=== cpu_ext_flat ===
Fig. 1: cpu_ext_flat, clock wires, drivers and flops
Bar = 50 um.
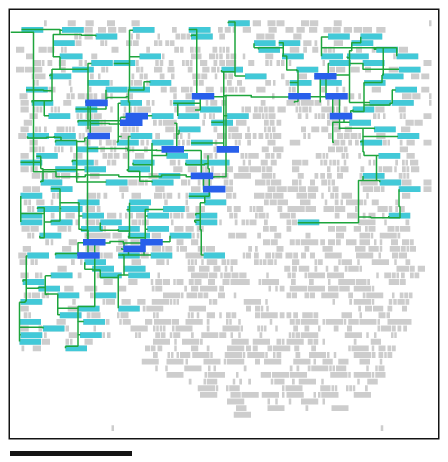

===== src/rtl/cpu_ext_if.sv =====
// cpu_ext_if: memory bus and in/out channel bundle for cpu_ext.
// master = CPU side, slave = memory / top-level I/O side.
interface cpu_ext_if #(
    parameter int ADDR_WIDTH = 6,
    parameter int DATA_WIDTH = 16
) ();
    logic [DATA_WIDTH-1:0] mem_in;
    logic                  mem_we;
    logic [ADDR_WIDTH-1:0] mem_addr;
    logic [DATA_WIDTH-1:0] mem_data;
    logic [DATA_WIDTH-1:0] in;
    logic                  in_valid;
    logic [DATA_WIDTH-1:0] out;
    logic                  out_valid;

    modport master (
        input  mem_in, in, in_valid,
        output mem_we, mem_addr, mem_data, out, out_valid
    );

    modport slave (
        output mem_in, in, in_valid,
        input  mem_we, mem_addr, mem_data, out, out_valid
    );
endinterface


===== src/rtl/cpu_ext.sv =====
// cpu_ext: multi-cycle memory-to-memory CPU (MOV IN OUT ADD SUB MUL DIV STOP).
// Define CPU_DIV_EN to build the restoring divider; otherwise DIV is a NOP.
module cpu_ext #(
    parameter int ADDR_WIDTH = 6,
    parameter int DATA_WIDTH = 16,
    parameter int PC_START   = 8,
    parameter int SP_START   = (1 << ADDR_WIDTH) - 1
) (
    input  logic                  clk,
    input  logic                  rst_n,
    cpu_ext_if.master             bus,
    output logic [ADDR_WIDTH-1:0] pc,
    output logic [ADDR_WIDTH-1:0] sp,
    output logic                  halted
);
    localparam int AW = ADDR_WIDTH;
    localparam int DW = DATA_WIDTH;
    localparam logic [AW-1:0] PC_RST = AW'(PC_START);
    localparam logic [AW-1:0] SP_RST = AW'(SP_START);

`ifdef CPU_DIV_EN
    localparam logic DIV_ON = 1'b1;
`else
    localparam logic DIV_ON = 1'b0;
`endif

    localparam logic [3:0] S_FETCH  = 4'd0;
    localparam logic [3:0] S_FWAIT  = 4'd1;
    localparam logic [3:0] S_DECODE = 4'd2;
    localparam logic [3:0] S_OPND   = 4'd3;
    localparam logic [3:0] S_OWAIT  = 4'd4;
    localparam logic [3:0] S_OCAP   = 4'd5;
    localparam logic [3:0] S_EXEC   = 4'd6;
    localparam logic [3:0] S_INW    = 4'd7;
    localparam logic [3:0] S_WB     = 4'd8;
    localparam logic [3:0] S_WPW    = 4'd9;
    localparam logic [3:0] S_WPC    = 4'd10;
    localparam logic [3:0] S_STOPO  = 4'd11;
    localparam logic [3:0] S_STOPG  = 4'd12;
    localparam logic [3:0] S_HALT   = 4'd13;
    localparam logic [3:0] S_DIV    = 4'd14;

    localparam logic [3:0] OP_MOV  = 4'h0;
    localparam logic [3:0] OP_ADD  = 4'h1;
    localparam logic [3:0] OP_SUB  = 4'h2;
    localparam logic [3:0] OP_MUL  = 4'h3;
    localparam logic [3:0] OP_DIV  = 4'h4;
    localparam logic [3:0] OP_IN   = 4'h7;
    localparam logic [3:0] OP_OUT  = 4'h8;
    localparam logic [3:0] OP_STOP = 4'hF;

    // Operand slots to read: bit0=a1, bit1=a2, bit2=a3.
    function automatic logic [2:0] need_of(input logic [15:0] w);
        logic [2:0] m;
        m = 3'b000;
        unique case (1'b1)
            w[15:12] == OP_MOV:                 m = 3'b010;
            w[15:12] == OP_ADD,
            w[15:12] == OP_SUB,
            w[15:12] == OP_MUL:                 m = 3'b110;
            (w[15:12] == OP_DIV) && DIV_ON:     m = 3'b110;
            w[15:12] == OP_OUT:                 m = 3'b001;
            w[15:12] == OP_STOP:
                m = {w[3:0] != 4'd0, w[7:4] != 4'd0, w[11:8] != 4'd0};
            default:                            m = 3'b000;
        endcase
        return m;
    endfunction

    function automatic logic [AW-1:0] dir(input logic [3:0] n);
        return {{(AW-3){1'b0}}, n[2:0]};
    endfunction

    logic [3:0]    state;
    logic [15:0]   ir;
    logic [2:0]    need;
    logic [2:0]    omask;
    logic          ind;
    logic [DW-1:0] opv [3];
    logic [DW-1:0] res;

    logic [3:0] op;
    logic [3:0] nib [3];
    logic [1:0] oi;
    logic [1:0] ki;
    logic is_mov, is_add, is_sub, is_mul, is_div;
    logic is_in, is_out, is_stop;

    // Field split, next-operand pick and opcode flags.
    always_comb begin
        op     = ir[15:12];
        nib[0] = ir[11:8];
        nib[1] = ir[7:4];
        nib[2] = ir[3:0];
        oi = 2'd2;
        if (need[1]) oi = 2'd1;
        if (need[0]) oi = 2'd0;
        ki = 2'd2;
        if (omask[1]) ki = 2'd1;
        if (omask[0]) ki = 2'd0;
        is_mov  = (op == OP_MOV);
        is_add  = (op == OP_ADD);
        is_sub  = (op == OP_SUB);
        is_mul  = (op == OP_MUL);
        is_div  = DIV_ON && (op == OP_DIV);
        is_in   = (op == OP_IN);
        is_out  = (op == OP_OUT);
        is_stop = (op == OP_STOP);
    end

`ifdef CPU_DIV_EN
    localparam int DCW = $clog2(DATA_WIDTH + 1);
    logic [DW-1:0]  dq;
    logic [DW-1:0]  drem;
    logic [DCW-1:0] dcnt;
    logic [DW:0]    dsh;
    logic [DW:0]    ddiff;
    logic           div_done;

    // Trial subtraction for the restoring divider.
    always_comb begin
        dsh      = {drem, dq[DW-1]};
        ddiff    = dsh - {1'b0, opv[2]};
        div_done = (dcnt == DCW'(DW));
    end

    // One quotient bit per cycle; loaded on every EXEC entry.
    always_ff @(posedge clk or negedge rst_n) begin
        if (!rst_n) begin
            dq   <= '0;
            drem <= '0;
            dcnt <= '0;
        end else if (state == S_EXEC) begin
            dq   <= opv[1];
            drem <= '0;
            dcnt <= '0;
        end else if (state == S_DIV && !div_done) begin
            dq   <= {dq[DW-2:0], ~ddiff[DW]};
            drem <= ddiff[DW] ? dsh[DW-1:0] : ddiff[DW-1:0];
            dcnt <= dcnt + 1'b1;
        end
    end
`endif

    // Main sequencer: fetch, operand reads, execute, write-back, halt.
    always_ff @(posedge clk or negedge rst_n) begin
        if (!rst_n) begin
            state         <= S_FETCH;
            pc            <= PC_RST;
            sp            <= SP_RST;
            halted        <= 1'b0;
            bus.mem_we    <= 1'b0;
            bus.mem_addr  <= '0;
            bus.mem_data  <= '0;
            bus.out       <= '0;
            bus.out_valid <= 1'b0;
            ir            <= '0;
            need          <= '0;
            omask         <= '0;
            ind           <= 1'b0;
            res           <= '0;
            for (int i = 0; i < 3; i++) opv[i] <= '0;
        end else begin
            bus.mem_we    <= 1'b0;
            bus.out_valid <= 1'b0;
            case (state)
                S_FETCH: begin
                    bus.mem_addr <= pc;
                    state        <= S_FWAIT;
                end
                S_FWAIT: state <= S_DECODE;
                S_DECODE: begin
                    ir    <= bus.mem_in[15:0];
                    pc    <= pc + 1'b1;
                    need  <= need_of(bus.mem_in[15:0]);
                    omask <= need_of(bus.mem_in[15:0]);
                    state <= S_OPND;
                end
                S_OPND: begin
                    if (need == 3'b000) begin
                        state <= S_EXEC;
                    end else begin
                        bus.mem_addr <= dir(nib[oi]);
                        ind          <= nib[oi][3];
                        state        <= S_OWAIT;
                    end
                end
                S_OWAIT: state <= S_OCAP;
                S_OCAP: begin
                    if (ind) begin
                        bus.mem_addr <= bus.mem_in[AW-1:0];
                        ind          <= 1'b0;
                        state        <= S_OWAIT;
                    end else begin
                        opv[oi]  <= bus.mem_in;
                        need[oi] <= 1'b0;
                        state    <= S_OPND;
                    end
                end
                S_EXEC: begin
                    unique case (1'b1)
                        is_mov: begin
                            res   <= opv[1];
                            state <= S_WB;
                        end
                        is_add: begin
                            res   <= opv[1] + opv[2];
                            state <= S_WB;
                        end
                        is_sub: begin
                            res   <= opv[1] - opv[2];
                            state <= S_WB;
                        end
                        is_mul: begin
                            res   <= opv[1] * opv[2];
                            state <= S_WB;
                        end
                        is_div:  state <= S_DIV;
                        is_in:   state <= S_INW;
                        is_out: begin
                            bus.out       <= opv[0];
                            bus.out_valid <= 1'b1;
                            state         <= S_FETCH;
                        end
                        is_stop: state <= S_STOPO;
                        default: state <= S_FETCH;
                    endcase
                end
                S_INW: begin
                    if (bus.in_valid) begin
                        res   <= bus.in;
                        state <= S_WB;
                    end
                end
                S_WB: begin
                    bus.mem_addr <= dir(nib[0]);
                    if (nib[0][3]) begin
                        state <= S_WPW;
                    end else begin
                        bus.mem_we   <= 1'b1;
                        bus.mem_data <= res;
                        state        <= S_FETCH;
                    end
                end
                S_WPW: state <= S_WPC;
                S_WPC: begin
                    bus.mem_we   <= 1'b1;
                    bus.mem_addr <= bus.mem_in[AW-1:0];
                    bus.mem_data <= res;
                    state        <= S_FETCH;
                end
                S_STOPO: begin
                    if (omask == 3'b000) begin
                        halted <= 1'b1;
                        state  <= S_HALT;
                    end else begin
                        bus.out       <= opv[ki];
                        bus.out_valid <= 1'b1;
                        omask[ki]     <= 1'b0;
                        state         <= S_STOPG;
                    end
                end
                S_STOPG: state <= S_STOPO;
                S_HALT:  state <= S_HALT;
`ifdef CPU_DIV_EN
                S_DIV: begin
                    if (div_done) begin
                        res   <= (opv[2] == '0) ? '0 : dq;
                        state <= S_WB;
                    end
                end
`endif
                default: state <= S_FETCH;
            endcase
        end
    end
endmodule


===== src/flat_wrapper.sv =====
// flat-port wrapper written by rule: the top's interface ports become plain ports
module cpu_ext_flat 
#(
    parameter int ADDR_WIDTH = 6,
    parameter int DATA_WIDTH = 16,
    parameter int PC_START   = 8,
    parameter int SP_START   = (1 << ADDR_WIDTH) - 1
)
  (clk, rst_n, pc, sp, halted, bus_mem_in, bus_in, bus_in_valid, bus_mem_we, bus_mem_addr, bus_mem_data, bus_out, bus_out_valid);
  cpu_ext_if #(.ADDR_WIDTH(ADDR_WIDTH), .DATA_WIDTH(DATA_WIDTH)) bus_i ();
  input  logic clk;
  input  logic rst_n;
  output logic [ADDR_WIDTH-1:0] pc;
  output logic [ADDR_WIDTH-1:0] sp;
  output logic halted;
  input wire logic [$bits(bus_i.mem_in)-1:0] bus_mem_in;
  input wire logic [$bits(bus_i.in)-1:0] bus_in;
  input wire logic [$bits(bus_i.in_valid)-1:0] bus_in_valid;
  output wire logic [$bits(bus_i.mem_we)-1:0] bus_mem_we;
  output wire logic [$bits(bus_i.mem_addr)-1:0] bus_mem_addr;
  output wire logic [$bits(bus_i.mem_data)-1:0] bus_mem_data;
  output wire logic [$bits(bus_i.out)-1:0] bus_out;
  output wire logic [$bits(bus_i.out_valid)-1:0] bus_out_valid;
  assign bus_i.mem_in = bus_mem_in;
  assign bus_i.in = bus_in;
  assign bus_i.in_valid = bus_in_valid;
  assign bus_mem_we = bus_i.mem_we;
  assign bus_mem_addr = bus_i.mem_addr;
  assign bus_mem_data = bus_i.mem_data;
  assign bus_out = bus_i.out;
  assign bus_out_valid = bus_i.out_valid;
  cpu_ext #(.ADDR_WIDTH(ADDR_WIDTH), .DATA_WIDTH(DATA_WIDTH), .PC_START(PC_START), .SP_START(SP_START)) u_core (.clk(clk), .rst_n(rst_n), .bus(bus_i), .pc(pc), .sp(sp), .halted(halted));
endmodule

===== config.mk =====
export PLATFORM = sky130hd
export DESIGN_NAME = cpu_ext_flat
export DESIGN_NICKNAME = d
export VERILOG_FILES = /design/src/rtl/cpu_ext_if.sv /design/src/rtl/cpu_ext.sv /design/src/flat_wrapper.sv
export SDC_FILE = /design/constraint.sdc
export NUM_CORES = 1
export LEC_CHECK = 0
export CORE_MARGIN = 2
export CORE_UTILIZATION = 39
export CTS_CLUSTER_DIAMETER = 80
export DETAILED_ROUTE_END_ITERATION = 6
export HOLD_SLACK_MARGIN = 0.1
export PLACE_DENSITY_LB_ADDON = 0.12
export SYNTH_ARGS = -nofsm -noshare
export SYNTH_HDL_FRONTEND = slang
export SYNTH_SLANG_ARGS = --single-unit
export TNS_END_PERCENT = 30

===== constraint.sdc =====
create_clock -name clk -period 10.8 [get_ports clk]
set_clock_uncertainty 0.1 [all_clocks]
set_input_delay 2.16 -clock clk [delete_from_list [all_inputs] [get_ports clk]]
set_output_delay 2.16 -clock clk [all_outputs]
set_load 0.01 [all_outputs]

=== pixel_mixer ===
### src/rtl/ppu_pkg.sv
// ppu_pkg: shared types and constants for the PPU layer pipeline
package ppu_pkg;

    localparam int         ROW_WIDTH  = 320;
    localparam int         RD_LATENCY = 1;
    localparam logic [7:0] BACKDROP   = 8'h00;

    typedef struct packed {
        logic [3:0] palette;
        logic [3:0] color;
    } pixel_t;

    typedef enum logic [1:0] {
        BEHIND = 2'b00,
        MID    = 2'b01,
        FRONT  = 2'b10
    } spr_prio_t;

    typedef enum logic [1:0] {
        S_IDLE,
        S_WAIT,
        S_MIX,
        S_DRAIN
    } mix_state_t;

    function automatic logic is_opaque(input pixel_t p);
        return p.color != 4'h0;
    endfunction

endpackage

### src/rtl/pixel_priority_resolve.sv
// pixel_priority_resolve: picks the winning layer pixel from bg, fg and sprite
module pixel_priority_resolve
    import ppu_pkg::*;
(
    input  logic [7:0] i_bg,
    input  logic [7:0] i_fg,
    input  logic [7:0] i_spr,
    input  logic [1:0] i_prio,
    output logic [7:0] o_pix
);

    spr_prio_t w_prio;
    logic      w_b;
    logic      w_f;
    logic      w_s;

    assign w_prio = spr_prio_t'(i_prio);
    assign w_b    = is_opaque(i_bg);
    assign w_f    = is_opaque(i_fg);
    assign w_s    = is_opaque(i_spr);

    // Highest-ordered opaque layer wins; FG always covers a BEHIND sprite
    always_comb begin
        o_pix = BACKDROP;
        if (w_prio == BEHIND)
            o_pix = w_f ? i_fg : w_b ? i_bg : w_s ? i_spr : BACKDROP;
        else if (w_prio == MID)
            o_pix = w_f ? i_fg : w_s ? i_spr : w_b ? i_bg : BACKDROP;
        else
            o_pix = w_s ? i_spr : w_f ? i_fg : w_b ? i_bg : BACKDROP;
    end

endmodule

### src/rtl/pixel_mixer.sv
// pixel_mixer: sweeps the three layer engines and writes mixed pixels to the line buffer
module pixel_mixer
    import ppu_pkg::*;
#(
    parameter int ROW_WIDTH = ppu_pkg::ROW_WIDTH
) (
    input  logic       clk,
    input  logic       rst,
    input  logic       line_start,
    input  logic       bg_done,
    input  logic       fg_done,
    input  logic       spr_done,
    output logic [8:0] pixel_addr,
    input  logic [7:0] bg_pixel_data,
    input  logic [7:0] fg_pixel_data,
    input  logic [7:0] spr_pixel_data,
    input  logic [1:0] spr_prio,
    output logic [8:0] lb_addr,
    output logic [7:0] lb_data,
    output logic       lb_wren,
    output logic       mix_done,
    output logic       overrun
);

    mix_state_t r_state;
    mix_state_t w_next;
    logic [8:0] r_cnt;
    logic [8:0] r_lb_addr;
    logic       r_wren;
    logic       r_mix_done;
    logic       r_overrun;
    logic       w_last;
    logic       w_all_done;
    logic [7:0] w_mix;

    assign w_last     = r_cnt == 9'(ROW_WIDTH - 1);
    assign w_all_done = bg_done && fg_done && spr_done;

    // Next-state logic for the row sweep
    always_comb begin
        w_next = r_state;
        case (r_state)
            S_IDLE:  w_next = line_start ? S_WAIT : S_IDLE;
            S_WAIT:  w_next = w_all_done ? S_MIX : S_WAIT;
            S_MIX:   w_next = w_last ? S_DRAIN : S_MIX;
            default: w_next = S_IDLE;
        endcase
    end

    // State register
    always_ff @(posedge clk or posedge rst) begin
        if (rst)
            r_state <= S_IDLE;
        else
            r_state <= w_next;
    end

    // Sweep counter: cleared on entry to MIX, holds at the last column
    always_ff @(posedge clk or posedge rst) begin
        if (rst)
            r_cnt <= '0;
        else if (r_state == S_WAIT && w_all_done)
            r_cnt <= '0;
        else if (r_state == S_MIX && !w_last)
            r_cnt <= r_cnt + 9'd1;
    end

    // Write strobe and address trail the read address by the engines' read latency
    always_ff @(posedge clk or posedge rst) begin
        if (rst) begin
            r_wren     <= 1'b0;
            r_lb_addr  <= '0;
            r_mix_done <= 1'b0;
        end else begin
            r_wren     <= r_state == S_MIX;
            r_lb_addr  <= pixel_addr;
            r_mix_done <= r_state == S_DRAIN;
        end
    end

    // A line_start arriving while a row is still in progress is latched as an overrun
    always_ff @(posedge clk or posedge rst) begin
        if (rst)
            r_overrun <= 1'b0;
        else if (line_start && r_state != S_IDLE)
            r_overrun <= 1'b1;
    end

    pixel_priority_resolve u_resolve (
        .i_bg   (bg_pixel_data),
        .i_fg   (fg_pixel_data),
        .i_spr  (spr_pixel_data),
        .i_prio (spr_prio),
        .o_pix  (w_mix)
    );

    assign pixel_addr = (r_state == S_MIX) ? r_cnt : '0;
    assign lb_addr    = r_lb_addr;
    assign lb_wren    = r_wren;
    assign lb_data    = r_wren ? w_mix : BACKDROP;
    assign mix_done   = r_mix_done;
    assign overrun    = r_overrun;

endmodule

### config.mk
export PLATFORM = sky130hd
export DESIGN_NAME = pixel_mixer
export DESIGN_NICKNAME = d
export VERILOG_FILES = /design/src/rtl/ppu_pkg.sv /design/src/rtl/pixel_priority_resolve.sv /design/src/rtl/pixel_mixer.sv
export SDC_FILE = /design/constraint.sdc
export NUM_CORES = 1
export LEC_CHECK = 0
export CORE_MARGIN = 4
export CORE_UTILIZATION = 40
export DETAILED_ROUTE_END_ITERATION = 10
export PLACE_DENSITY = 0.77
export SLEW_MARGIN = 15
export SYNTH_ARGS = -nofsm -noshare
export SYNTH_HDL_FRONTEND = slang
export SYNTH_HIERARCHICAL = 1
export SYNTH_SLANG_ARGS = --single-unit
### constraint.sdc
create_clock -name clk -period 2.5 [get_ports clk]
set_clock_uncertainty 0.2 [all_clocks]
set_input_delay 0.375 -clock clk [delete_from_list [all_inputs] [get_ports clk]]
set_output_delay 0.375 -clock clk [all_outputs]
set_load 0.05 [all_outputs]
Fig. 2: cpu_ext_flat, register map, names as in the netlist
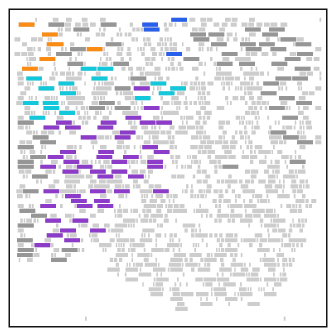
colour	signal	sequential cells
cyan	u_core.ir	16
purple	u_core.opv	48
blue	u_core.state	4
orange	u_core.pc	6
not coloured	64
sequential cell area: 3455 um2

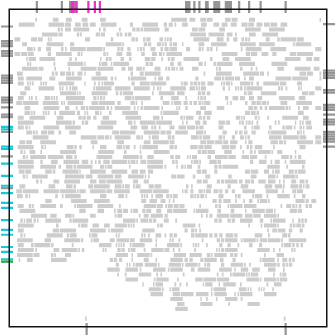
Fig. 3. Pin map (cpu_ext_flat).
Pins as bars across the die edge, other pins in grey.
colour	port	pins	direction	edge
magenta	bus_mem_addr	6	output	top
cyan	bus_out	16	output	left
green	bus_out_valid	1	output	left
all pins by edge	37 left, 29 top, 20 right, 2 bottom
I/O Buffers: 81
die boundary width: 175.4 um

Notes on Fig. 1 above:
[green] clock wires | length: 1970 um
[blue] clock-net drivers | count: 17
[cyan] flip-flops | count: 138
routed clock nets	18

==> out/qor.json, cpu_ext_flat <==
{
  "status": {"value": "completed"},
  "clockBufferDepth": {"value": 2},
  "largest_area_cell": {"value": "sky130_fd_sc_hd__dfrtp_1"},
  "clock_sinks": {"value": 138},
  "viasPerCell": {"value": 5.275},
  "edf_count": {"value": 0},
  "top_level_ports": {"value": 88},
  "cts_setup_buffers": {"value": 0},
  "grt_pass1_vias": {"value": 9121},
  "design.core.area": {"value": 28780, "unit": "um2"},
  "warning_count": {"value": 27},
  "final_core_utilization": {"value": 45.67, "unit": "%"},
  "number_of_antenna_violations_at_the_first_check_in_global_routing": {"value": 0},
  "post_route_cells_drive_above_1_share": {"value": 8.785, "unit": "%"},
  "reg2reg_depth": {"value": 17},
  "mapped_cells": {"value": 1262},
  "crit_end": {"value": "u_core.res[12]"},
  "clkCellAreaFrac": {"value": 4.740, "unit": "%"},
  "met3_length": {"value": 1.656, "unit": "mm"},
  "cts.hold.buffers_added": {"value": 0},
  "yosys_register_bits": {"value": 138},
  "layout_top_cells": {"value": "sky130_fd_sc_hd__nand2_1, sky130_fd_sc_hd__dfrtp_1, sky130_fd_sc_hd__inv_1"},
  "post_synth_fa_ha_maj_area_fraction": {"value": 21.47, "unit": "%"},
  "groute.usage.overall": {"value": 21.62, "unit": "%"},
  "grt_setup_unrepaired": {"value": "no"},
  "drtAntennaViolNets": {"value": 0},
  "seq_cells": {"value": 138},
  "drv.max_cap_violation_count": {"value": 0},
  "grt_pass1_wl": {"value": 51.87, "unit": "mm"},
  "crit_chain": {"value": "and2_1 -> fa_1 -> fa_1 -> ha_1 -> fa_1 -> inv_1 -> fa_1 -> fa_1 -> inv_1 -> ha_1 -> or3_1 -> a311oi_2 -> nor3_1 -> a2111oi_4 -> xnor2_1 -> a221oi_1 -> a21oi_1"}
}
cpu_ext_flat: stage by stage:
| step | setup WS [ps] | std cells | cell area (um2) | hold slack, ps |
|---|---|---|---|---|
| 5_1_grt | 4298 | 1693 | 13150 | 409.0 |
| 4_1_cts | 4566 | 1693 | 13150 | 378.9 |
| 3_5_place_dp | 4563 | 1661 | 12520 | 362.4 |
| 3_3_place_gp | 4555 | 1661 | 12520 | 357.6 |
| 6_report | 4522 | 1693 | 13150 | 379.0 |
| 2_1_floorplan | 5077 | 1267 | 11480 | 342.9 |
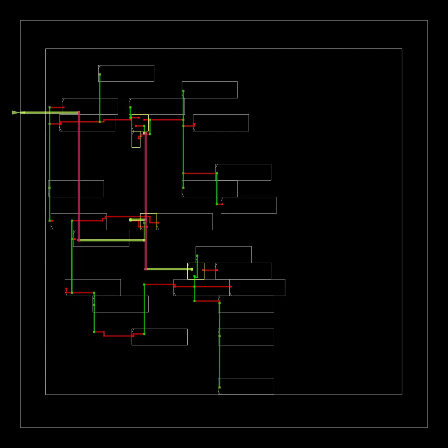
Fig. 4. Clock nets (pixel_mixer).
number of clock buffer instances in the layout: 4
clock sink total: 23
total number of sequential cells: 23
clock insertion delay at the later pin of the skew report: 310 ps

==> out/qor.json, pixel_mixer <==
{
  "number_of_antenna_violations_at_the_first_check_in_global_routing": {"value": 0},
  "grt_pass1_vias": {"value": 1584},
  "violations_in_the_final_reports": {"value": "setup timing"},
  "grt_start_max_net_pins": {"value": 24},
  "critical-path-top-cell-by-count": {"value": "sky130_fd_sc_hd__and2_4"},
  "report.final.setup_viol": {"value": 4},
  "largest_area_cell": {"value": "sky130_fd_sc_hd__dfrtp_1"},
  "critPathKind": {"value": "input port to primary output"},
  "post-route-worst-setup-slack": {"value": -83.42, "unit": "ps"},
  "crit_end": {"value": "lb_data[7]"},
  "synthesis.area": {"value": 1404, "unit": "um2"},
  "comb_share": {"value": 37.37, "unit": "%"},
  "floorplan.initialDensity": {"value": 41.74, "unit": "%"},
  "final_common_cell": {"value": "sky130_fd_sc_hd__clkdlybuf4s50_1"},
  "multiInputGateArea": {"value": 838.3, "unit": "um2"},
  "fp_nets": {"value": 186},
  "logic_gates": {"value": 119},
  "met1Wirelength": {"value": 1.762, "unit": "mm"},
  "reg2reg_depth": {"value": 5},
  "status": {"value": "finished with violations"},
  "critical_r2r_capture": {"value": "r_cnt[2]"},
  "edf_count": {"value": 0},
  "firstDrtPassIters": {"value": 5}
}
==> pixel_mixer: stage by stage <==
| step | setup TNS [ps] | utilization, % | std cells |
|---|---|---|---|
| after floorplan | 0 | - | 153 |
| after global placement | -3083 | 64.77 | 266 |
| after detailed placement | -3250 | 64.77 | 266 |
| after CTS | -83.52 | 66.15 | 271 |
| after global routing | -492.9 | 66.70 | 271 |
| final | -256.3 | 66.70 | 271 |
==> pixel_mixer: layer usage <==
metal	global-route usage (%)	up-vias
met5	0	-
met4	8.861	0
met3	4.160	11
met2	37.06	102
met1	22.76	746
li1	-	714

=== unidade_controle_jogo_flat ===
Fig. 5: unidade_controle_jogo_flat, pin map
Pins as bars across the die edge, other pins in grey.
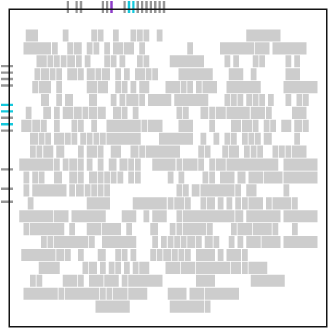

===== src/rtl/unidade_controle_jogo_if.sv =====
// -----------------------------------------------------------------------------
// unidade_controle_jogo_if
//
// Control/status bundle between the game control unit and the game datapath.
//
// Signal groups:
//   control strobes (control unit -> datapath)
//     rst_global          clear the whole datapath
//     zera_CS, inc_seed   seed counter clear / increment
//     e_seed_reg          load the seed register from the seed counter
//     zera_CJ, inc_jogador player counter clear / increment
//     mostra_classe       show the current player's role (held while waiting)
//     processar_acao      apply the current player's night action
//     avaliar_eliminacao  apply the night's elimination
//     voto                register the day vote
//     morra               kill the voted player
//   status flags (datapath -> control unit)
//     CJ_fim              player counter sits on the last player
//     jogador_vivo        current player is alive
//     jogou               last night action was valid
//     votou               last vote was valid
//     acertou             voted player is the wolf
//     sinal_lobo_ganhou   enough deaths for the wolf to win
//
// Handshake semantics: there is no valid/ready pair on this bundle. Every
// strobe is a level decoded from the control unit's state register and is
// sampled by the datapath on the rising clock edge that ends the cycle in
// which it is high; a strobe high for N cycles acts N times. Status flags
// are registered in the datapath and are consumed by the control unit one
// state after the strobe that produced them, so no flag is ever read in the
// same cycle as the strobe that updates it.
// -----------------------------------------------------------------------------
interface unidade_controle_jogo_if;
  // control strobes
  logic rst_global;
  logic zera_CS;
  logic inc_seed;
  logic e_seed_reg;
  logic zera_CJ;
  logic inc_jogador;
  logic mostra_classe;
  logic processar_acao;
  logic avaliar_eliminacao;
  logic voto;
  logic morra;
  // status flags
  logic CJ_fim;
  logic jogador_vivo;
  logic jogou;
  logic votou;
  logic acertou;
  logic sinal_lobo_ganhou;

  modport master (
    output rst_global, zera_CS, inc_seed, e_seed_reg, zera_CJ, inc_jogador,
    output mostra_classe, processar_acao, avaliar_eliminacao, voto, morra,
    input  CJ_fim, jogador_vivo, jogou, votou, acertou, sinal_lobo_ganhou
  );

  modport slave (
    input  rst_global, zera_CS, inc_seed, e_seed_reg, zera_CJ, inc_jogador,
    input  mostra_classe, processar_acao, avaliar_eliminacao, voto, morra,
    output CJ_fim, jogador_vivo, jogou, votou, acertou, sinal_lobo_ganhou
  );
endinterface


===== src/rtl/unidade_controle_jogo.sv =====
// -----------------------------------------------------------------------------
// unidade_controle_jogo
//
// Control unit for one match of the game. Sequences seed selection, the
// night turn of every player, the night elimination, the day vote and the
// win checks, driving all datapath strobes through the dp interface.
//
// Ports:
//   clock         system clock (single domain)
//   rst_global_n  synchronous active-low reset, forces INICIAL from any state
//   iniciar       one-cycle pulse: start a match / restart after the end
//   confirma      one-cycle pulse: the player confirms the current choice
//   dp            master side of the datapath control/status bundle
//   fim_jogo      match over
//   lobo_venceu   meaningful while fim_jogo=1: 1 wolf wins, 0 villagers win
//   db_estado     current state encoding, for debug and checkers
//
// Parameters:
//   TIMEOUT_CICLOS  cycles a player may idle in MOSTRA or VOTO before the
//                   turn (or the day's vote) is skipped
//   TW              timeout counter width, must hold TIMEOUT_CICLOS-1
// -----------------------------------------------------------------------------
module unidade_controle_jogo #(
  parameter int TIMEOUT_CICLOS = 500000000,
  parameter int TW             = 29
) (
  input  logic                       clock,
  input  logic                       rst_global_n,
  input  logic                       iniciar,
  input  logic                       confirma,
  unidade_controle_jogo_if.master    dp,
  output logic                       fim_jogo,
  output logic                       lobo_venceu,
  output logic [4:0]                 db_estado
);

  typedef enum logic [4:0] {
    S_INICIAL       = 5'd0,
    S_ESPERA        = 5'd1,
    S_CARREGA       = 5'd2,
    S_CHECA_VIVO    = 5'd3,
    S_MOSTRA        = 5'd4,
    S_ACAO          = 5'd5,
    S_VERIFICA      = 5'd6,
    S_PROXIMO       = 5'd7,
    S_AVALIA        = 5'd8,
    S_CHECA_NOITE   = 5'd9,
    S_VOTO          = 5'd10,
    S_REGISTRA_VOTO = 5'd11,
    S_VERIFICA_VOTO = 5'd12,
    S_MATA          = 5'd13,
    S_CHECA_DIA     = 5'd14,
    S_NOITE_RETORNO = 5'd15,
    S_FIM_LOBO      = 5'd16,
    S_FIM_ALDEOES   = 5'd17
  } estado_t;

  localparam logic [TW-1:0] TIMEOUT_LIM = TW'(TIMEOUT_CICLOS - 1);

  estado_t       state_q, state_d;
  logic [TW-1:0] timeout_q, timeout_d;
  logic          timeout_hit;

  // strobe values decoded from the state register
  logic rst_global_s;
  logic zera_cs_s;
  logic inc_seed_s;
  logic e_seed_reg_s;
  logic zera_cj_s;
  logic inc_jogador_s;
  logic mostra_classe_s;
  logic processar_acao_s;
  logic avaliar_eliminacao_s;
  logic voto_s;
  logic morra_s;
  logic fim_jogo_s;
  logic lobo_venceu_s;

  assign timeout_hit = (timeout_q == TIMEOUT_LIM);

  // ---------------------------------------------------------------------------
  // State and timeout registers
  // ---------------------------------------------------------------------------
  always_ff @(posedge clock) begin
    if (!rst_global_n) begin
      state_q   <= S_INICIAL;
      timeout_q <= '0;
    end else begin
      state_q   <= state_d;
      timeout_q <= timeout_d;
    end
  end

  // ---------------------------------------------------------------------------
  // Timeout counter: restarts on every state change, so a retry from
  // VERIFICA back to MOSTRA (or VERIFICA_VOTO back to VOTO) gets a fresh
  // budget. It only runs while the FSM is parked waiting for a player.
  // ---------------------------------------------------------------------------
  always_comb begin
    timeout_d = '0;
    if (state_d == state_q && (state_q == S_MOSTRA || state_q == S_VOTO)) begin
      timeout_d = timeout_q + 1'b1;
    end
  end

  // ---------------------------------------------------------------------------
  // Next state and output decode
  // ---------------------------------------------------------------------------
  always_comb begin
    state_d              = state_q;
    rst_global_s         = 1'b0;
    zera_cs_s            = 1'b0;
    inc_seed_s           = 1'b0;
    e_seed_reg_s         = 1'b0;
    zera_cj_s            = 1'b0;
    inc_jogador_s        = 1'b0;
    mostra_classe_s      = 1'b0;
    processar_acao_s     = 1'b0;
    avaliar_eliminacao_s = 1'b0;
    voto_s               = 1'b0;
    morra_s              = 1'b0;
    fim_jogo_s           = 1'b0;
    lobo_venceu_s        = 1'b0;

    case (state_q)
      S_INICIAL: begin
        rst_global_s = 1'b1;
        zera_cs_s    = 1'b1;
        zera_cj_s    = 1'b1;
        state_d      = S_ESPERA;
      end

      // The seed counter free-runs while the players wait to start; the
      // moment of iniciar picks the seed.
      S_ESPERA: begin
        inc_seed_s = 1'b1;
        if (iniciar) state_d = S_CARREGA;
      end

      S_CARREGA: begin
        e_seed_reg_s = 1'b1;
        zera_cj_s    = 1'b1;
        state_d      = S_CHECA_VIVO;
      end

      S_CHECA_VIVO: begin
        state_d = dp.jogador_vivo ? S_MOSTRA : S_PROXIMO;
      end

      // confirma takes priority over an expiring timeout on the same cycle.
      S_MOSTRA: begin
        mostra_classe_s = 1'b1;
        if (confirma)         state_d = S_ACAO;
        else if (timeout_hit) state_d = S_PROXIMO;
      end

      S_ACAO: begin
        processar_acao_s = 1'b1;
        state_d          = S_VERIFICA;
      end

      // jogou is registered by the datapath at the end of ACAO.
      S_VERIFICA: begin
        state_d = dp.jogou ? S_PROXIMO : S_MOSTRA;
      end

      // The increment is suppressed on the last player so the counter still
      // points at a valid slot when the night is evaluated; this strobe is
      // therefore the one output that also looks at a status flag.
      S_PROXIMO: begin
        if (dp.CJ_fim) begin
          state_d = S_AVALIA;
        end else begin
          inc_jogador_s = 1'b1;
          state_d       = S_CHECA_VIVO;
        end
      end

      S_AVALIA: begin
        avaliar_eliminacao_s = 1'b1;
        state_d              = S_CHECA_NOITE;
      end

      S_CHECA_NOITE: begin
        state_d = dp.sinal_lobo_ganhou ? S_FIM_LOBO : S_VOTO;
      end

      // A vote that times out means nobody is eliminated this day.
      S_VOTO: begin
        if (confirma)         state_d = S_REGISTRA_VOTO;
        else if (timeout_hit) state_d = S_NOITE_RETORNO;
      end

      S_REGISTRA_VOTO: begin
        voto_s  = 1'b1;
        state_d = S_VERIFICA_VOTO;
      end

      S_VERIFICA_VOTO: begin
        state_d = dp.votou ? S_MATA : S_VOTO;
      end

      S_MATA: begin
        morra_s = 1'b1;
        state_d = S_CHECA_DIA;
      end

      // Catching the wolf ends the match for the villagers even if the
      // same kill also reached the death limit.
      S_CHECA_DIA: begin
        if (dp.acertou)                state_d = S_FIM_ALDEOES;
        else if (dp.sinal_lobo_ganhou) state_d = S_FIM_LOBO;
        else                           state_d = S_NOITE_RETORNO;
      end

      S_NOITE_RETORNO: begin
        zera_cj_s = 1'b1;
        state_d   = S_CHECA_VIVO;
      end

      S_FIM_LOBO: begin
        fim_jogo_s    = 1'b1;
        lobo_venceu_s = 1'b1;
        if (iniciar) state_d = S_INICIAL;
      end

      S_FIM_ALDEOES: begin
        fim_jogo_s = 1'b1;
        if (iniciar) state_d = S_INICIAL;
      end

      // Unused encodings recover through a full datapath clear.
      default: begin
        state_d = S_INICIAL;
      end
    endcase
  end

  // ---------------------------------------------------------------------------
  // Output wiring
  // ---------------------------------------------------------------------------
  assign dp.rst_global         = rst_global_s;
  assign dp.zera_CS            = zera_cs_s;
  assign dp.inc_seed           = inc_seed_s;
  assign dp.e_seed_reg         = e_seed_reg_s;
  assign dp.zera_CJ            = zera_cj_s;
  assign dp.inc_jogador        = inc_jogador_s;
  assign dp.mostra_classe      = mostra_classe_s;
  assign dp.processar_acao     = processar_acao_s;
  assign dp.avaliar_eliminacao = avaliar_eliminacao_s;
  assign dp.voto               = voto_s;
  assign dp.morra              = morra_s;
  assign fim_jogo              = fim_jogo_s;
  assign lobo_venceu           = lobo_venceu_s;
  assign db_estado             = state_q;

endmodule


===== src/flat_wrapper.sv =====
// flat-port wrapper written by rule: the top's interface ports become plain ports
module unidade_controle_jogo_flat 
#(
  parameter int TIMEOUT_CICLOS = 500000000,
  parameter int TW             = 29
)
  (clock, rst_global_n, iniciar, confirma, fim_jogo, lobo_venceu, db_estado, dp_rst_global, dp_zera_CS, dp_inc_seed, dp_e_seed_reg, dp_zera_CJ, dp_inc_jogador, dp_mostra_classe, dp_processar_acao, dp_avaliar_eliminacao, dp_voto, dp_morra, dp_CJ_fim, dp_jogador_vivo, dp_jogou, dp_votou, dp_acertou, dp_sinal_lobo_ganhou);
  unidade_controle_jogo_if dp_i ();
  input  logic clock;
  input  logic rst_global_n;
  input  logic iniciar;
  input  logic confirma;
  output logic fim_jogo;
  output logic lobo_venceu;
  output logic [4:0] db_estado;
  output wire logic [$bits(dp_i.rst_global)-1:0] dp_rst_global;
  output wire logic [$bits(dp_i.zera_CS)-1:0] dp_zera_CS;
  output wire logic [$bits(dp_i.inc_seed)-1:0] dp_inc_seed;
  output wire logic [$bits(dp_i.e_seed_reg)-1:0] dp_e_seed_reg;
  output wire logic [$bits(dp_i.zera_CJ)-1:0] dp_zera_CJ;
  output wire logic [$bits(dp_i.inc_jogador)-1:0] dp_inc_jogador;
  output wire logic [$bits(dp_i.mostra_classe)-1:0] dp_mostra_classe;
  output wire logic [$bits(dp_i.processar_acao)-1:0] dp_processar_acao;
  output wire logic [$bits(dp_i.avaliar_eliminacao)-1:0] dp_avaliar_eliminacao;
  output wire logic [$bits(dp_i.voto)-1:0] dp_voto;
  output wire logic [$bits(dp_i.morra)-1:0] dp_morra;
  input wire logic [$bits(dp_i.CJ_fim)-1:0] dp_CJ_fim;
  input wire logic [$bits(dp_i.jogador_vivo)-1:0] dp_jogador_vivo;
  input wire logic [$bits(dp_i.jogou)-1:0] dp_jogou;
  input wire logic [$bits(dp_i.votou)-1:0] dp_votou;
  input wire logic [$bits(dp_i.acertou)-1:0] dp_acertou;
  input wire logic [$bits(dp_i.sinal_lobo_ganhou)-1:0] dp_sinal_lobo_ganhou;
  assign dp_rst_global = dp_i.rst_global;
  assign dp_zera_CS = dp_i.zera_CS;
  assign dp_inc_seed = dp_i.inc_seed;
  assign dp_e_seed_reg = dp_i.e_seed_reg;
  assign dp_zera_CJ = dp_i.zera_CJ;
  assign dp_inc_jogador = dp_i.inc_jogador;
  assign dp_mostra_classe = dp_i.mostra_classe;
  assign dp_processar_acao = dp_i.processar_acao;
  assign dp_avaliar_eliminacao = dp_i.avaliar_eliminacao;
  assign dp_voto = dp_i.voto;
  assign dp_morra = dp_i.morra;
  assign dp_i.CJ_fim = dp_CJ_fim;
  assign dp_i.jogador_vivo = dp_jogador_vivo;
  assign dp_i.jogou = dp_jogou;
  assign dp_i.votou = dp_votou;
  assign dp_i.acertou = dp_acertou;
  assign dp_i.sinal_lobo_ganhou = dp_sinal_lobo_ganhou;
  unidade_controle_jogo #(.TIMEOUT_CICLOS(TIMEOUT_CICLOS), .TW(TW)) u_core (.clock(clock), .rst_global_n(rst_global_n), .iniciar(iniciar), .confirma(confirma), .dp(dp_i), .fim_jogo(fim_jogo), .lobo_venceu(lobo_venceu), .db_estado(db_estado));
endmodule

===== config.mk =====
export PLATFORM = sky130hd
export DESIGN_NAME = unidade_controle_jogo_flat
export DESIGN_NICKNAME = d
export VERILOG_FILES = /design/src/rtl/unidade_controle_jogo_if.sv /design/src/rtl/unidade_controle_jogo.sv /design/src/flat_wrapper.sv
export SDC_FILE = /design/constraint.sdc
export NUM_CORES = 1
export LEC_CHECK = 0
export ABC_AREA = 1
export CAP_MARGIN = 20
export CORE_MARGIN = 1.5
export CORE_UTILIZATION = 55
export CTS_CLUSTER_DIAMETER = 60
export DETAILED_ROUTE_END_ITERATION = 8
export DONT_BUFFER_PORTS = 1
export PLACE_DENSITY_LB_ADDON = 0.12
export SLEW_MARGIN = 20
export SYNTH_ARGS = -nofsm -noshare
export SYNTH_HDL_FRONTEND = slang
export SYNTH_SLANG_ARGS = --single-unit

===== constraint.sdc =====
create_clock -name clock -period 2.5 [get_ports clock]
set_input_delay 0.625 -clock clock [delete_from_list [all_inputs] [get_ports clock]]
set_output_delay 0.625 -clock clock [all_outputs]
set_load 0.01 [all_outputs]

=== adjust_color_stream_bridge ===
## config.mk

```make
export PLATFORM = sky130hd
export DESIGN_NAME = adjust_color_stream_bridge
export DESIGN_NICKNAME = d
export VERILOG_FILES = /design/src/rtl/adjust_color_stream_bridge_pkg.sv /design/src/rtl/adjust_color_stream_bridge_fifo.sv /design/src/rtl/adjust_color_stream_bridge.sv
export SDC_FILE = /design/constraint.sdc
export NUM_CORES = 2
export LEC_CHECK = 0
export ABC_AREA = 1
export CORE_MARGIN = 4
export CORE_UTILIZATION = 46
export DETAILED_ROUTE_END_ITERATION = 10
export PLACE_DENSITY = 0.67
export SKIP_LAST_GASP = 1
export SLEW_MARGIN = 20
export SYNTH_ARGS = -nofsm -noshare
export SYNTH_HDL_FRONTEND = slang
export SYNTH_HIERARCHICAL = 1
export SYNTH_SLANG_ARGS = --single-unit
```

## constraint.sdc

```tcl
create_clock -name clk -period 8.97 [get_ports clk]
set_clock_uncertainty 0.05 [all_clocks]
set_input_delay 1.794 -clock clk [delete_from_list [all_inputs] [get_ports clk]]
set_output_delay 1.794 -clock clk [all_outputs]
set_load 0.02 [all_outputs]
```

## src/rtl/adjust_color_stream_bridge_pkg.sv

```systemverilog
// Shared definitions for the colour-adjust pipeline and its stream bridge.
// Both import this package, so the pipeline latency is defined in one place.
package adjust_color_stream_bridge_pkg;

  localparam int unsigned ADJ_LATENCY = 26;
  localparam int unsigned PIXEL_W     = 24;
  localparam int unsigned ENTRY_W     = PIXEL_W + 2;

  typedef logic [PIXEL_W-1:0] pixel_t;

  // Sideband token carried alongside each pixel through the pipeline delay.
  typedef struct packed {
    logic tok;
    logic user;
    logic last;
  } sb_token_t;

  function automatic sb_token_t make_token(input logic tok, input logic user, input logic last);
    sb_token_t t;
    t.tok  = tok;
    t.user = user;
    t.last = last;
    return t;
  endfunction

endpackage

```

## src/rtl/adjust_color_stream_bridge_fifo.sv

```systemverilog
// First-word-fall-through synchronous FIFO with wrap-bit pointers.
// The head entry is always visible on rd_data_o while the FIFO is non-empty.
module sync_fifo_fwft #(
  parameter int unsigned WIDTH = 26,
  parameter int unsigned DEPTH = 64
) (
  input  logic             clk_i,
  input  logic             rst_ni,
  input  logic             wr_en_i,
  input  logic [WIDTH-1:0] wr_data_i,
  input  logic             rd_en_i,
  output logic [WIDTH-1:0] rd_data_o,
  output logic             full_o,
  output logic             empty_o
);

  localparam int unsigned AW = $clog2(DEPTH);
  localparam logic [AW:0] PtrOne = (AW+1)'(1);

  logic [WIDTH-1:0] mem_q [DEPTH];
  logic [AW:0]      wptr_q, wptr_d;
  logic [AW:0]      rptr_q, rptr_d;
  logic             do_wr, do_rd;

  assign empty_o = (wptr_q == rptr_q);
  assign full_o  = (wptr_q[AW] != rptr_q[AW]) && (wptr_q[AW-1:0] == rptr_q[AW-1:0]);
  assign do_wr   = wr_en_i & ~full_o;
  assign do_rd   = rd_en_i & ~empty_o;

  always_comb begin
    wptr_d = wptr_q;
    rptr_d = rptr_q;
    if (do_wr) wptr_d = wptr_q + PtrOne;
    if (do_rd) rptr_d = rptr_q + PtrOne;
  end

  always_ff @(posedge clk_i or negedge rst_ni) begin
    if (!rst_ni) begin
      wptr_q <= '0;
      rptr_q <= '0;
    end else begin
      wptr_q <= wptr_d;
      rptr_q <= rptr_d;
    end
  end

  // Storage needs no reset: entries are only observed between the pointers.
  always_ff @(posedge clk_i) begin
    if (do_wr) mem_q[wptr_q[AW-1:0]] <= wr_data_i;
  end

  assign rd_data_o = mem_q[rptr_q[AW-1:0]];

endmodule

```

## src/rtl/adjust_color_stream_bridge.sv

```systemverilog
// AXI4-Stream bridge around the fixed-latency colour-adjust pipeline.
// Credits reserve FIFO space at accept time so pipeline results can never be dropped.
module adjust_color_stream_bridge
  import adjust_color_stream_bridge_pkg::*;
#(
  parameter int unsigned LATENCY    = ADJ_LATENCY,
  parameter int unsigned FIFO_DEPTH = 64,
  parameter int unsigned ADDR_W     = 6
) (
  input  logic               clk,
  input  logic               resetn,
  input  logic [PIXEL_W-1:0] s_axis_tdata,
  input  logic               s_axis_tvalid,
  output logic               s_axis_tready,
  input  logic               s_axis_tuser,
  input  logic               s_axis_tlast,
  output logic [PIXEL_W-1:0] pixel_m_data,
  output logic               pixel_m_valid,
  input  logic [PIXEL_W-1:0] res_s_data,
  input  logic               res_s_valid,
  output logic [PIXEL_W-1:0] m_axis_tdata,
  output logic               m_axis_tvalid,
  input  logic               m_axis_tready,
  output logic               m_axis_tuser,
  output logic               m_axis_tlast,
  output logic               err_overflow,
  output logic               err_align
);

  localparam logic [ADDR_W:0] DepthCnt = (ADDR_W+1)'(FIFO_DEPTH);
  localparam logic [ADDR_W:0] CntOne   = (ADDR_W+1)'(1);

  logic [ADDR_W:0]    reserved_q, reserved_d;
  logic               ready_q;
  logic               accept, pop;
  sb_token_t          dly_q [LATENCY];
  sb_token_t          dly_out;
  logic               wr_req, fifo_full, fifo_empty;
  logic [ENTRY_W-1:0] fifo_head;
  logic               err_overflow_q, err_align_q;

  assign accept        = s_axis_tvalid & ready_q;
  assign pop           = m_axis_tvalid & m_axis_tready;
  assign s_axis_tready = ready_q;
  assign pixel_m_valid = accept;
  assign pixel_m_data  = s_axis_tdata;

  always_comb begin
    reserved_d = reserved_q;
    unique case ({accept, pop})
      2'b10:   reserved_d = reserved_q + CntOne;
      2'b01:   reserved_d = reserved_q - CntOne;
      default: reserved_d = reserved_q;
    endcase
  end

  // Ready is registered from the next credit count so it holds 0 throughout reset.
  always_ff @(posedge clk or negedge resetn) begin
    if (!resetn) begin
      reserved_q <= '0;
      ready_q    <= 1'b0;
    end else begin
      reserved_q <= reserved_d;
      ready_q    <= (reserved_d < DepthCnt);
    end
  end

  always_ff @(posedge clk or negedge resetn) begin
    if (!resetn) begin
      for (int i = 0; i < int'(LATENCY); i++) dly_q[i] <= '0;
    end else begin
      dly_q[0] <= make_token(accept, s_axis_tuser, s_axis_tlast);
      for (int i = 1; i < int'(LATENCY); i++) dly_q[i] <= dly_q[i-1];
    end
  end

  assign dly_out = dly_q[LATENCY-1];
  assign wr_req  = res_s_valid & dly_out.tok;

  always_ff @(posedge clk or negedge resetn) begin
    if (!resetn) begin
      err_overflow_q <= 1'b0;
      err_align_q    <= 1'b0;
    end else begin
      err_overflow_q <= err_overflow_q | (wr_req & fifo_full);
      err_align_q    <= err_align_q | (res_s_valid ^ dly_out.tok);
    end
  end

  assign err_overflow = err_overflow_q;
  assign err_align    = err_align_q;

  sync_fifo_fwft #(
    .WIDTH (ENTRY_W),
    .DEPTH (FIFO_DEPTH)
  ) u_fifo (
    .clk_i     (clk),
    .rst_ni    (resetn),
    .wr_en_i   (wr_req),
    .wr_data_i ({dly_out.user, dly_out.last, res_s_data}),
    .rd_en_i   (pop),
    .rd_data_o (fifo_head),
    .full_o    (fifo_full),
    .empty_o   (fifo_empty)
  );

  // Head fields are masked while empty so sideband outputs read 0 when idle.
  assign m_axis_tvalid = ~fifo_empty;
  assign m_axis_tdata  = fifo_empty ? '0   : fifo_head[PIXEL_W-1:0];
  assign m_axis_tlast  = fifo_empty ? 1'b0 : fifo_head[PIXEL_W];
  assign m_axis_tuser  = fifo_empty ? 1'b0 : fifo_head[PIXEL_W+1];

endmodule

```

Fig. 6: unidade_controle_jogo_flat, clock nets
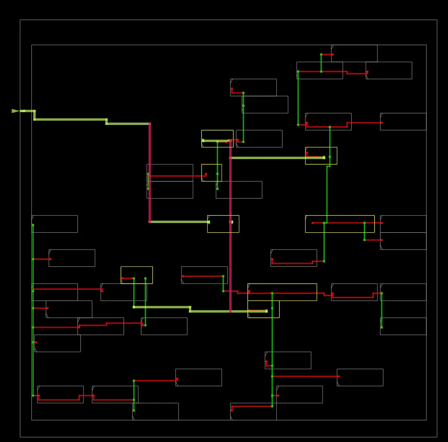
clock insertion delay at the later pin of the skew report: 290 ps
cts bufs inserted: 5

## Picture notes: Fig. 5
colour	port	pins	direction	edge
purple	dp_inc_seed	1	output	top
cyan	db_estado	5	output	3 left, 2 top
all pins by edge	16 top, 12 left
die boundary height: 66.56 um
die boundary width: 66.56 um
I/O Buffers: 0

==> out/qor.json, unidade_controle_jogo_flat <==
{
  "timing.critical_path.slowest_stage_cell": {"value": "sky130_fd_sc_hd__dfxtp_1"},
  "grt_setup_unrepaired": {"value": "no"},
  "timing.final.crit_share": {"value": 86.54, "unit": "%"},
  "top_area_share": {"value": 30.63, "unit": "%"},
  "warning_count": {"value": 26},
  "power.combinational.fraction": {"value": 14.6, "unit": "%"},
  "synthesis_to_layout_area_growth": {"value": 8.728, "unit": "%"},
  "netlist_top_cells_area": {"value": "sky130_fd_sc_hd__dfxtp_1, sky130_fd_sc_hd__nand2_1, sky130_fd_sc_hd__nor2_1, sky130_fd_sc_hd__inv_1, sky130_fd_sc_hd__xor2_1"},
  "die_area": {"value": 4430, "unit": "um2"},
  "final.hold.worst_slack": {"value": 431.0, "unit": "ps"},
  "status": {"value": "completed"},
  "internal_power": {"value": 1.010, "unit": "mW"},
  "hold_class": {"value": "input port to flip-flop"},
  "netlist.top_cell.by_instances": {"value": "sky130_fd_sc_hd__nand2_1"},
  "layout_top_cells": {"value": "sky130_fd_sc_hd__nand2_1, sky130_fd_sc_hd__nor2_1, sky130_fd_sc_hd__inv_1"},
  "cts_tree": {"value": "yes"},
  "start_kind": {"value": "flip-flop"},
  "cp_data_arrival_time": {"value": 1540, "unit": "ps"},
  "ys_top_logic_family": {"value": "simple AND/OR/NAND/NOR gates"},
  "power.share.clock": {"value": 44.2, "unit": "%"},
  "highest_layer": {"value": "met4"},
  "critPathKind": {"value": "flip-flop to primary output"},
  "wl_per_cell": {"value": 11.17, "unit": "um"},
  "seq_area_frac_synth": {"value": 30.63, "unit": "%"},
  "met3_length": {"value": 201, "unit": "um"},
  "place_hpwl": {"value": 3.559, "unit": "mm"},
  "worst_setup_path_end_kind": {"value": "primary output"},
  "critical_path_buf_inv_count": {"value": 0},
  "critical_r2r_capture": {"value": "u_core.timeout_q[23]"},
  "p_seq_share": {"value": 41.2, "unit": "%"},
  "drt_drc_violations_left": {"value": 0},
  "antenna_cells": {"value": 0},
  "clkTransAtPathRegs": {"value": 80, "unit": "ps"},
  "num_rows": {"value": 22},
  "groute.usage.overall": {"value": 22.30, "unit": "%"},
  "top_level_ports": {"value": 28},
  "largest_area_cell": {"value": "sky130_fd_sc_hd__dfxtp_1"},
  "power_density": {"value": 569.4, "unit": "nW/um2"},
  "global_route.usage.met2": {"value": 38.38, "unit": "%"}
}
## unidade_controle_jogo_flat: area by class of cell
cell class | instances | area, um2
clock inverters | 3 | 68.82
repair buffers | 3 | 35.03
flip-flops and latches | 34 | 680.7
inverters | 64 | 240.2
clock buffers | 5 | 68.82
well taps | 48 | 60.06
multi-input cells | 245 | 1262
fillers | 347 | 1355
## unidade_controle_jogo_flat: metrics by stage
step           cells  area, um2  utilization, %
2_1_floorplan    347       2222               -
3_3_place_gp     394       2278           60.42
3_5_place_dp     394       2278           60.42
4_1_cts          402       2416           64.07
5_1_grt          402       2416           64.07
6_report         402       2416           64.07
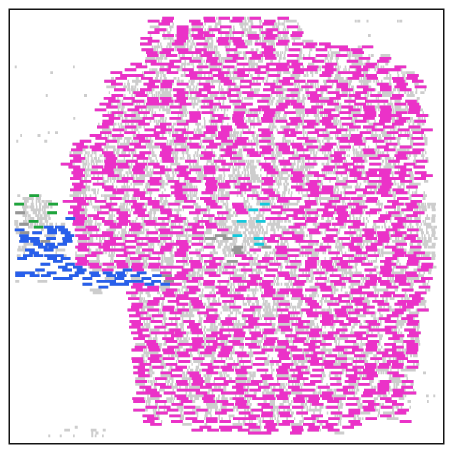
Fig. 7. Register map, names as in the netlist (adjust_color_stream_bridge).
colour	signal	sequential cells
magenta	u_fifo/mem_q	1664
blue	dly_q	75
cyan	u_fifo/wptr_q	7
green	reserved_q	6
final standard cell utilization of the core: 51.39%
fraction of area in registers: 63.37%
power in sequential cells: 9.32 mW
sequential cell area: 52530 um2

==> out/qor.json, adjust_color_stream_bridge <==
{
  "xor_share": {"value": 0.2219, "unit": "%"},
  "wl_per_cell": {"value": 21.93, "unit": "um"},
  "viasPerCell": {"value": 5.339},
  "clock_sinks": {"value": 1766},
  "critical_r2r_capture": {"value": "reserved_q[4]"},
  "nonClkBufAreaFrac": {"value": 1.884, "unit": "%"},
  "largest_area_cell": {"value": "sky130_fd_sc_hd__edfxtp_1"},
  "cts_bufs_inserted": {"value": 178},
  "internal_power": {"value": 15.17, "unit": "mW"},
  "vdd_drop_max": {"value": 308.6, "unit": "uV"},
  "mapped_cells": {"value": 7141},
  "clk_latency": {"value": 820, "unit": "ps"},
  "required": {"value": 7130, "unit": "ps"},
  "clock_tree.root_cell": {"value": "sky130_fd_sc_hd__clkbuf_16"},
  "status": {"value": "completed"},
  "timing.final.crit_share": {"value": 82.13, "unit": "%"},
  "logic_gates": {"value": 4070},
  "finalSetupTns": {"value": 0, "unit": "ps"},
  "placement.io_buffers": {"value": 61},
  "synth-area-yosys": {"value": 75010, "unit": "um2"},
  "net_sw_share": {"value": 35.83, "unit": "%"}
}
-- adjust_color_stream_bridge: metrics by stage --
step                      instances  utilization (%)  power [mW]  area (um2)
after floorplan                7141                -       14.37       75010
after global placement         9107            47.97       16.51       77370
after detailed placement       9107            47.97       16.61       77370
after CTS                      9423            51.38       23.65       82880
after global routing           9423            51.38       24.79       82880
final                          9427            51.39       23.64       82890
-- adjust_color_stream_bridge: routing by layer --
metal	GRT usage (%)	up-vias	routed length, um
li1	-	23070	-
met1	34.53	24190	82960
met2	37.09	2695	93620
met3	4.889	374	23620
met4	8.070	6	6489
met5	0	-	34


## Gallery

Clock wires, drivers and flops.
image #1
Bar = 100 um.
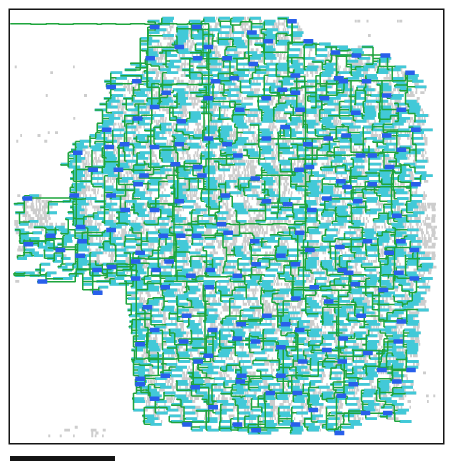
image #2
Bar = 20 um.
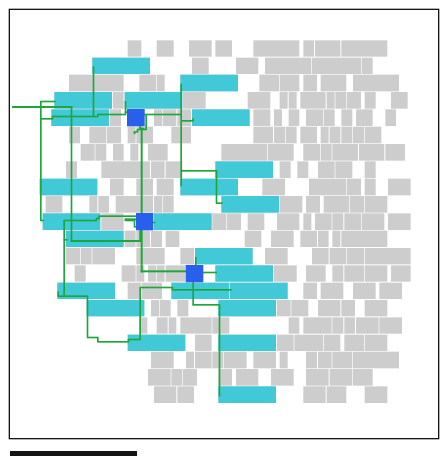
image #3
Bar = 20 um.
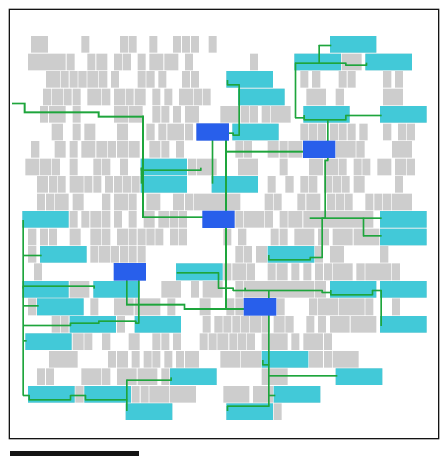
unidade_controle_jogo_flat: image #3
adjust_color_stream_bridge: image #1
pixel_mixer: image #2
The one with the largest die is image #1.

Key to image #1:
[cyan] flip-flops | count: 1766
[blue] clock-net drivers | count: 178
[green] clock wires | length: 19600 um
routed clock nets	179

Power and IR drop assume default switching activity.
